==================== block 1
**Block 1: clock network drawn from the DEF**

Scale: 8 px per µm.
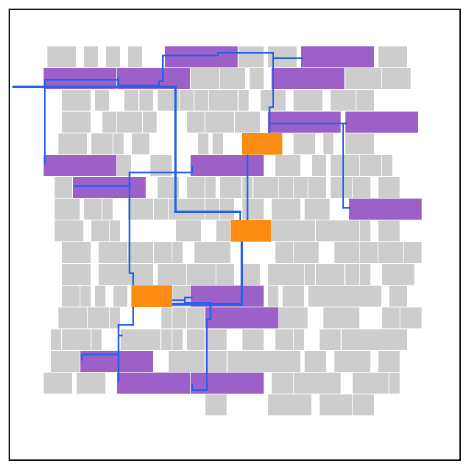

`src/rtl/simon_round_ctrl.sv`:
```
`default_nettype none
// ============================================================================
//  Module      : simon_round_ctrl
//  Description : Round sequencer for the SIMON cipher core. Accepts a start
//                request, pulses key/state load, steps the key schedule and
//                round datapath through NUM_ROUNDS rounds while supplying the
//                round index and constant-sequence (z) bit, then presents a
//                completion handshake.
//  Revision    : 1.0 - initial release
// ============================================================================
module simon_round_ctrl #(
  parameter int unsigned WORD_SIZE  = 16,
  parameter int unsigned NUM_ROUNDS = 32,
  parameter logic [61:0] Z_SEQ      = 62'b11111010001001010110000111001101111101000100101011000011100110
) (
  input  logic       clk,
  input  logic       rst,
  input  logic       start_valid,
  output logic       start_ready,
  input  logic       abort,
  output logic       load_key,
  output logic       round_en,
  output logic [7:0] round_count,
  output logic       z_bit,
  output logic       last_round,
  output logic       done_valid,
  input  logic       done_ready,
  output logic       busy
);

  // Elaboration-time parameter sanity checks.
  if (WORD_SIZE < 16) begin : g_chk_word_size
    $error("simon_round_ctrl: WORD_SIZE must be at least 16");
  end
  if ((NUM_ROUNDS < 2) || (NUM_ROUNDS > 255)) begin : g_chk_num_rounds
    $error("simon_round_ctrl: NUM_ROUNDS must be in 2..255");
  end

  typedef enum logic [1:0] {
    ST_IDLE = 2'd0,
    ST_LOAD = 2'd1,
    ST_RUN  = 2'd2,
    ST_DONE = 2'd3
  } state_e;

  localparam logic [7:0] C_LAST_ROUND = 8'(NUM_ROUNDS - 1);
  localparam logic [5:0] C_Z_LAST     = 6'd61;

  state_e     state_q, state_d;
  logic [7:0] round_q, round_d;
  logic [5:0] zidx_q,  zidx_d;

  logic       w_last;
  logic [5:0] w_zsel;

  // The z sequence is consumed MSB-first, so index 0 selects Z_SEQ[61].
  assign w_last = (round_q == C_LAST_ROUND);
  assign w_zsel = C_Z_LAST - zidx_q;

  // State and counter registers; reset lands directly in IDLE with counters cleared.
  always_ff @(posedge clk or posedge rst) begin
    if (rst) begin
      state_q <= ST_IDLE;
      round_q <= 8'd0;
      zidx_q  <= 6'd0;
    end else begin
      state_q <= state_d;
      round_q <= round_d;
      zidx_q  <= zidx_d;
    end
  end

  // Next-state and counter update; abort overrides every other transition in LOAD/RUN.
  always_comb begin
    state_d = state_q;
    round_d = round_q;
    zidx_d  = zidx_q;
    case (state_q)
      ST_IDLE: begin
        round_d = 8'd0;
        zidx_d  = 6'd0;
        if (start_valid) begin
          state_d = ST_LOAD;
        end
      end
      ST_LOAD: begin
        if (abort) begin
          state_d = ST_IDLE;
          round_d = 8'd0;
          zidx_d  = 6'd0;
        end else begin
          state_d = ST_RUN;
        end
      end
      ST_RUN: begin
        if (abort) begin
          state_d = ST_IDLE;
          round_d = 8'd0;
          zidx_d  = 6'd0;
        end else if (w_last) begin
          // Counter parks on the final round index while the result is held.
          state_d = ST_DONE;
        end else begin
          round_d = round_q + 8'd1;
          zidx_d  = (zidx_q == C_Z_LAST) ? 6'd0 : (zidx_q + 6'd1);
        end
      end
      ST_DONE: begin
        // A start presented alongside done_ready is not taken until IDLE.
        if (done_ready) begin
          state_d = ST_IDLE;
          round_d = 8'd0;
          zidx_d  = 6'd0;
        end
      end
      default: begin
        state_d = ST_IDLE;
        round_d = 8'd0;
        zidx_d  = 6'd0;
      end
    endcase
  end

  // Output decode purely from registered state and counters.
  always_comb begin
    start_ready = 1'b0;
    load_key    = 1'b0;
    round_en    = 1'b0;
    last_round  = 1'b0;
    done_valid  = 1'b0;
    busy        = 1'b1;
    round_count = round_q;
    z_bit       = Z_SEQ[w_zsel];
    case (state_q)
      ST_IDLE: begin
        start_ready = 1'b1;
        busy        = 1'b0;
      end
      ST_LOAD: begin
        load_key = 1'b1;
      end
      ST_RUN: begin
        round_en   = 1'b1;
        last_round = w_last;
      end
      ST_DONE: begin
        done_valid = 1'b1;
      end
      default: begin
        busy = 1'b0;
      end
    endcase
  end

endmodule
`default_nettype wire

```
`config.mk`:
```
export PLATFORM = sky130hd
export DESIGN_NAME = simon_round_ctrl
export DESIGN_NICKNAME = d
export VERILOG_FILES = /design/src/rtl/simon_round_ctrl.sv
export SDC_FILE = /design/constraint.sdc
export NUM_CORES = 1
export LEC_CHECK = 0
export CORE_MARGIN = 4
export CORE_UTILIZATION = 55
export CTS_BUF_LIST = sky130_fd_sc_hd__clkbuf_8
export DETAILED_ROUTE_END_ITERATION = 6
export PLACE_DENSITY = 0.78
export SYNTH_ARGS = -nofsm -noshare
export SYNTH_HDL_FRONTEND = slang
export SYNTH_SLANG_ARGS = --single-unit
export TNS_END_PERCENT = 5
```
`constraint.sdc`:
```
create_clock -name clk -period 2.2 [get_ports clk]
set_input_delay 0.22 -clock clk [delete_from_list [all_inputs] [get_ports clk]]
set_output_delay 0.22 -clock clk [all_outputs]
set_load 0.02 [all_outputs]
```
==================== block 2
===== src/rtl/sad_accumulator_pkg.sv =====
// sad_accumulator_pkg: shared widths and state encoding for the SAD accumulator
package sad_accumulator_pkg;
  localparam int PIX_W = 8;
  localparam int SAD_W = 13;
  localparam int TAG_W = 32;
  localparam int NUM_PIX_MAX = 32;
  localparam int CNT_W = $clog2(NUM_PIX_MAX + 1);
  localparam logic [1:0] ST_IDLE = 2'd0;
  localparam logic [1:0] ST_ACCUM = 2'd1;
  localparam logic [1:0] ST_DONE = 2'd2;
endpackage


===== src/rtl/sad_accumulator_abs_diff.sv =====
// abs_diff: unsigned absolute difference of two pixels
module abs_diff
  import sad_accumulator_pkg::*;
(
  input  logic [PIX_W-1:0] a,
  input  logic [PIX_W-1:0] b,
  output logic [PIX_W-1:0] diff
);
  always_comb diff = (a >= b) ? a - b : b - a;
endmodule


===== src/rtl/sad_accumulator.sv =====
// sad_accumulator: sums |a-b| over NUM_PIX pixel pairs per tagged candidate
module sad_accumulator
  import sad_accumulator_pkg::*;
#(
  parameter int NUM_PIX = 16
) (
  input  logic             Clk,
  input  logic             Reset,
  input  logic             frame_start,
  input  logic             start,
  input  logic [TAG_W-1:0] tag_in,
  input  logic             pix_valid,
  input  logic [PIX_W-1:0] pix_a,
  input  logic [PIX_W-1:0] pix_b,
  output logic [SAD_W-1:0] sad_out,
  output logic [TAG_W-1:0] tag_out,
  output logic             sad_valid,
  output logic             min_clear,
  output logic             busy
);
  logic [1:0] state;
  logic [SAD_W-1:0] acc, sum;
  logic [CNT_W-1:0] cnt;
  logic [TAG_W-1:0] tag_q;
  logic [PIX_W-1:0] diff;
  logic accept, last;
  abs_diff u_abs_diff (.a(pix_a), .b(pix_b), .diff(diff));
  always_comb begin
    accept = (state == ST_ACCUM) && pix_valid;
    last = accept && (cnt == CNT_W'(NUM_PIX - 1));
    sum = acc + SAD_W'(diff);
  end
  assign sad_valid = (state == ST_DONE);
  assign busy = (state != ST_IDLE);
  // Results are captured on the final beat so outputs hold steady until the next one.
  always_ff @(posedge Clk) begin
    if (Reset) begin
      state <= ST_IDLE;
      acc <= '0;
      cnt <= '0;
      tag_q <= '0;
      sad_out <= '0;
      tag_out <= '0;
      min_clear <= 1'b0;
    end else begin
      min_clear <= frame_start;
      if (frame_start || (start && state == ST_IDLE)) begin
        state <= start ? ST_ACCUM : ST_IDLE;
        if (start) begin
          tag_q <= tag_in;
          acc <= '0;
          cnt <= '0;
        end
      end else if (accept) begin
        acc <= sum;
        cnt <= cnt + 1'b1;
        if (last) begin
          state <= ST_DONE;
          sad_out <= sum;
          tag_out <= tag_q;
        end
      end else if (state == ST_DONE) begin
        state <= ST_IDLE;
      end
    end
  end
endmodule

===== config.mk =====
export PLATFORM = sky130hd
export DESIGN_NAME = sad_accumulator
export DESIGN_NICKNAME = d
export VERILOG_FILES = /design/src/rtl/sad_accumulator_pkg.sv /design/src/rtl/sad_accumulator_abs_diff.sv /design/src/rtl/sad_accumulator.sv
export SDC_FILE = /design/constraint.sdc
export NUM_CORES = 1
export LEC_CHECK = 0
export CORE_AREA = 2 2 180 111
export DETAILED_ROUTE_END_ITERATION = 12
export DIE_AREA = 0 0 182 113
export GPL_TIMING_DRIVEN = 0
export PLACE_DENSITY = 0.48
export REMOVE_ABC_BUFFERS = 1
export SYNTH_ARGS = -nofsm -noshare
export SYNTH_HDL_FRONTEND = slang
export SYNTH_SLANG_ARGS = --single-unit
export TNS_END_PERCENT = 1

===== constraint.sdc =====
create_clock -name Clk -period 7.1 [get_ports Clk]
set_input_delay 1.065 -clock Clk [delete_from_list [all_inputs] [get_ports Clk]]
set_output_delay 1.065 -clock Clk [all_outputs]
set_load 0.05 [all_outputs]

**Block 1: routed metal, one color a layer**

Scale: 4 px per µm. Two of the layers only.
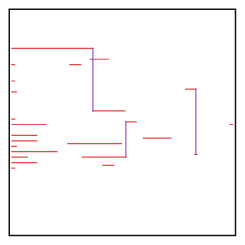
Purple marks M4, wire length 40.8 µm. Red marks M3, wire length 123 µm.

Notes on 'clock network drawn from the DEF' of block 1 above:
Purple marks flip-flops, count 16. Orange marks clock-net drivers, count 3. Blue marks clock wires, length 244 µm.
There are 4 routed clock nets.
Late-Pin Clk Latency: 250 ps
clk_skew: 2.634 ps
Clk pwr share: 23.0%
P_clk: 0.264 mW

==> results.sh, block 1 <==
# source this file to load flow results
export IMPL_reg2reg_slack_ps=370
export IMPL_buffer_area_share_pct=19.25
export IMPL_top_cell="dfrtp_1"
export IMPL_worstReg2RegStart="round_count[0]"
export IMPL_power_frac_seq_pct=32.5
export IMPL_portBuffers=19
export IMPL_fin_area_um2=1690
export IMPL_ys_cells=140
export IMPL_max_cap_violations=0
export IMPL_holdWs_ps=355.7
export IMPL_cts_hold_buf=0
export IMPL_timing_rr_end="zidx_q[2]"
export IMPL_critPathSlowestCell="dfrtp_1"
export IMPL_io_pins=20
export IMPL_ys_warnings_count=0
export IMPL_h_tree_depth=1
export IMPL_top_power_group="combinational cells"
export IMPL_drt_vias_per_instance=5.776
export IMPL_dp_hpwl_um=2282
export IMPL_layout_drive_gt1_share_pct=23.12
export IMPL_setup_ws_ps=1.986
export IMPL_hold_path_class="input port to async pin"
export IMPL_antennaDiodeCount=0
export IMPL_cp_top_family="AND-OR/OR-AND gates"
export IMPL_clockBufferDepth=2
export IMPL_area_delta_synth_final_pct=32.45
export IMPL_cts_resized=17
export IMPL_status="completed"
export IMPL_reg2reg_depth=5
export IMPL_layout_top_cells="buf_4 (18), clkdlybuf4s50_1 (17), dfrtp_1 (16), nand2_1 (12), nand3_1 (10)"
export IMPL_cp_num_buf_inv=3
export IMPL_drt_iter0_drc=51
export IMPL_yosys_area_top_type="dfrtp_1"
export IMPL_place_area_um2=1588
export IMPL_synth_edff_count=0
export IMPL_wirelength_um=3017
export IMPL_path_cells="inv_2 -> buf_6 -> ha_4 -> nor3b_2 -> o32a_1 -> a221oi_2 -> a311oi_2 -> buf_4"
export IMPL_peakVddDrop_mv=0.7681
export IMPL_crit_type="flop to output port"
export IMPL_path_clk_slew_ps=70
export IMPL_cts_buffers=3
export IMPL_nNonClkInverters=9
block 1: routing by layer:
metal / up-vias / GRT usage (%) / routed length, µm
met5: - / 0 / 0
met4: 0 / 6.780 / 40
met3: 6 / 4.640 / 122
met2: 29 / 34.06 / 1420
met1: 552 / 27.17 / 1433
li1: 574 / - / -
block 1: logic make-up after synthesis:
group / Yosys count / synth area share, %
simple gates: 50 / 22.06
buf+inv: 17 / 6.373
flops: 16 / 31.37
mux: 6 / 5.981
compound gates: 35 / 20.00
xor+xnor: 7 / 5.392
fa+ha+maj: 9 / 8.824
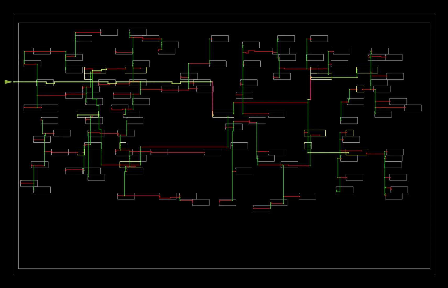
**Above:** block 2 (the clock network).
clk sinks: 99
P_clk: 0.474 mW
clk_skew: 13.44 ps
clk_buf instances: 9

==> results.sh, block 2 <==
# source this file to load flow results
export IMPL_antennaDiodeCount=0
export IMPL_adder_share_pct=7.713
export IMPL_io_pins=101
export IMPL_signal_buffers=105
export IMPL_syn_area_um2=4672
export IMPL_status="completed"
export IMPL_portBuffers=100
export IMPL_finalHoldViolCount=0
export IMPL_cts_resized=0
export IMPL_finalPower_mw=1.239
export IMPL_hold_path_class="flop to flop"
export IMPL_ys_sh_aoi_pct=16.82
export IMPL_fill_cells=1969
export IMPL_reg2reg_depth=8
export IMPL_top_cell="nand2_1"
export IMPL_ys_cells=589
export IMPL_cts_hold_buf=0
export IMPL_rsz0062_at_grt="false"
export IMPL_holdPathStages=2
export IMPL_finish_utilization_pct=33.12
export IMPL_comb_cells=429
export IMPL_drtPass1Iterations=4
export IMPL_period_used_pct=70.99
export IMPL_wirelength_um=12620
export IMPL_synth_cell_types=50
export IMPL_ys_sh_simple_pct=22.01
export IMPL_net_switching_power_mw=0.3416
block 2: cell usage in the layout, fill, tap and decap left out, types with 5 or more instances in the layout:
master / synthesis / routed
clkbuf_16: 0 / 9
nand3_1: 15 / 15
o21ai_0: 5 / 5
inv_1: 26 / 26
nand2_1: 160 / 160
dfxtp_1: 99 / 99
a31oi_1: 6 / 6
xor2_1: 11 / 11
a211oi_1: 5 / 5
ha_1: 24 / 24
nor3_1: 8 / 8
clkdlybuf4s50_1: 0 / 99
nor2b_1: 6 / 6
o21a_1: 7 / 6
xnor2_1: 8 / 8
a21oi_1: 93 / 93
nor2_1: 28 / 28

==> notes/layouts.md <==
Pictures saved along the way, in no particular order.

Pin map.
picture 1
Scale: 6 px per µm. Pins as bars across the die edge, other pins in gray.
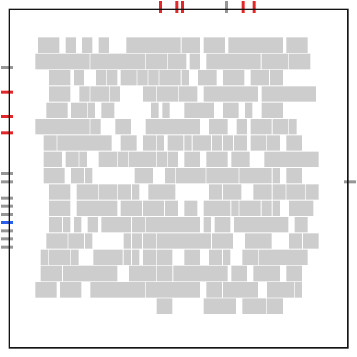
picture 2
Scale: 3 px per µm. Pins as bars across the die edge, other pins in gray.
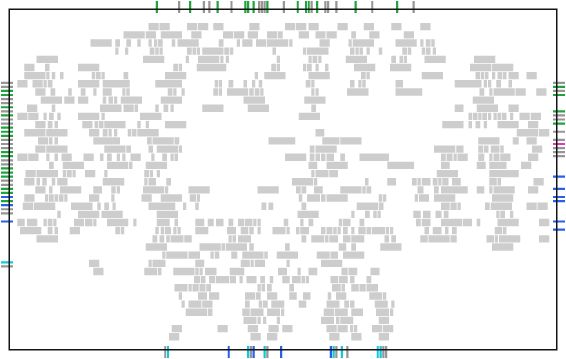
| picture | from |
|---|---|
| picture 2 | block 2 |
| picture 1 | block 1 |
Of these, largest die: picture 2



==> screenshots <==
Gate-type map.
shot_01.png
Scale: 3 px per µm.
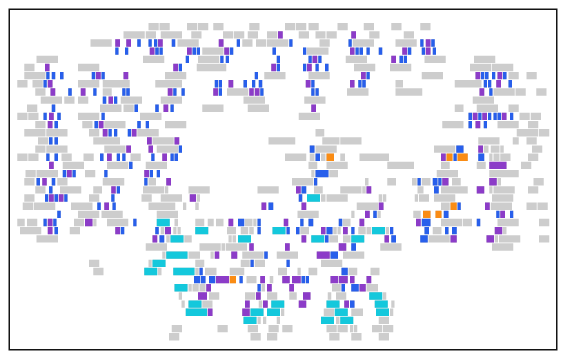
shot_02.png
Scale: 6 px per µm.
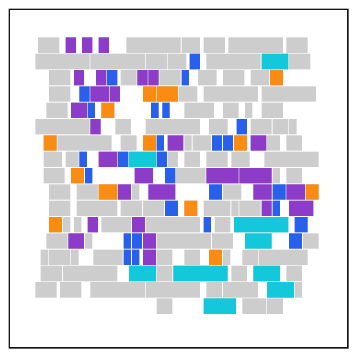
| picture | from |
|---|---|
| shot_01.png | block 2 |
| shot_02.png | block 1 |
The one with the most cells is shot_01.png.
The one with the largest die is shot_01.png.

Power figures rest on the tool's default switching activity, not on a simulated workload.
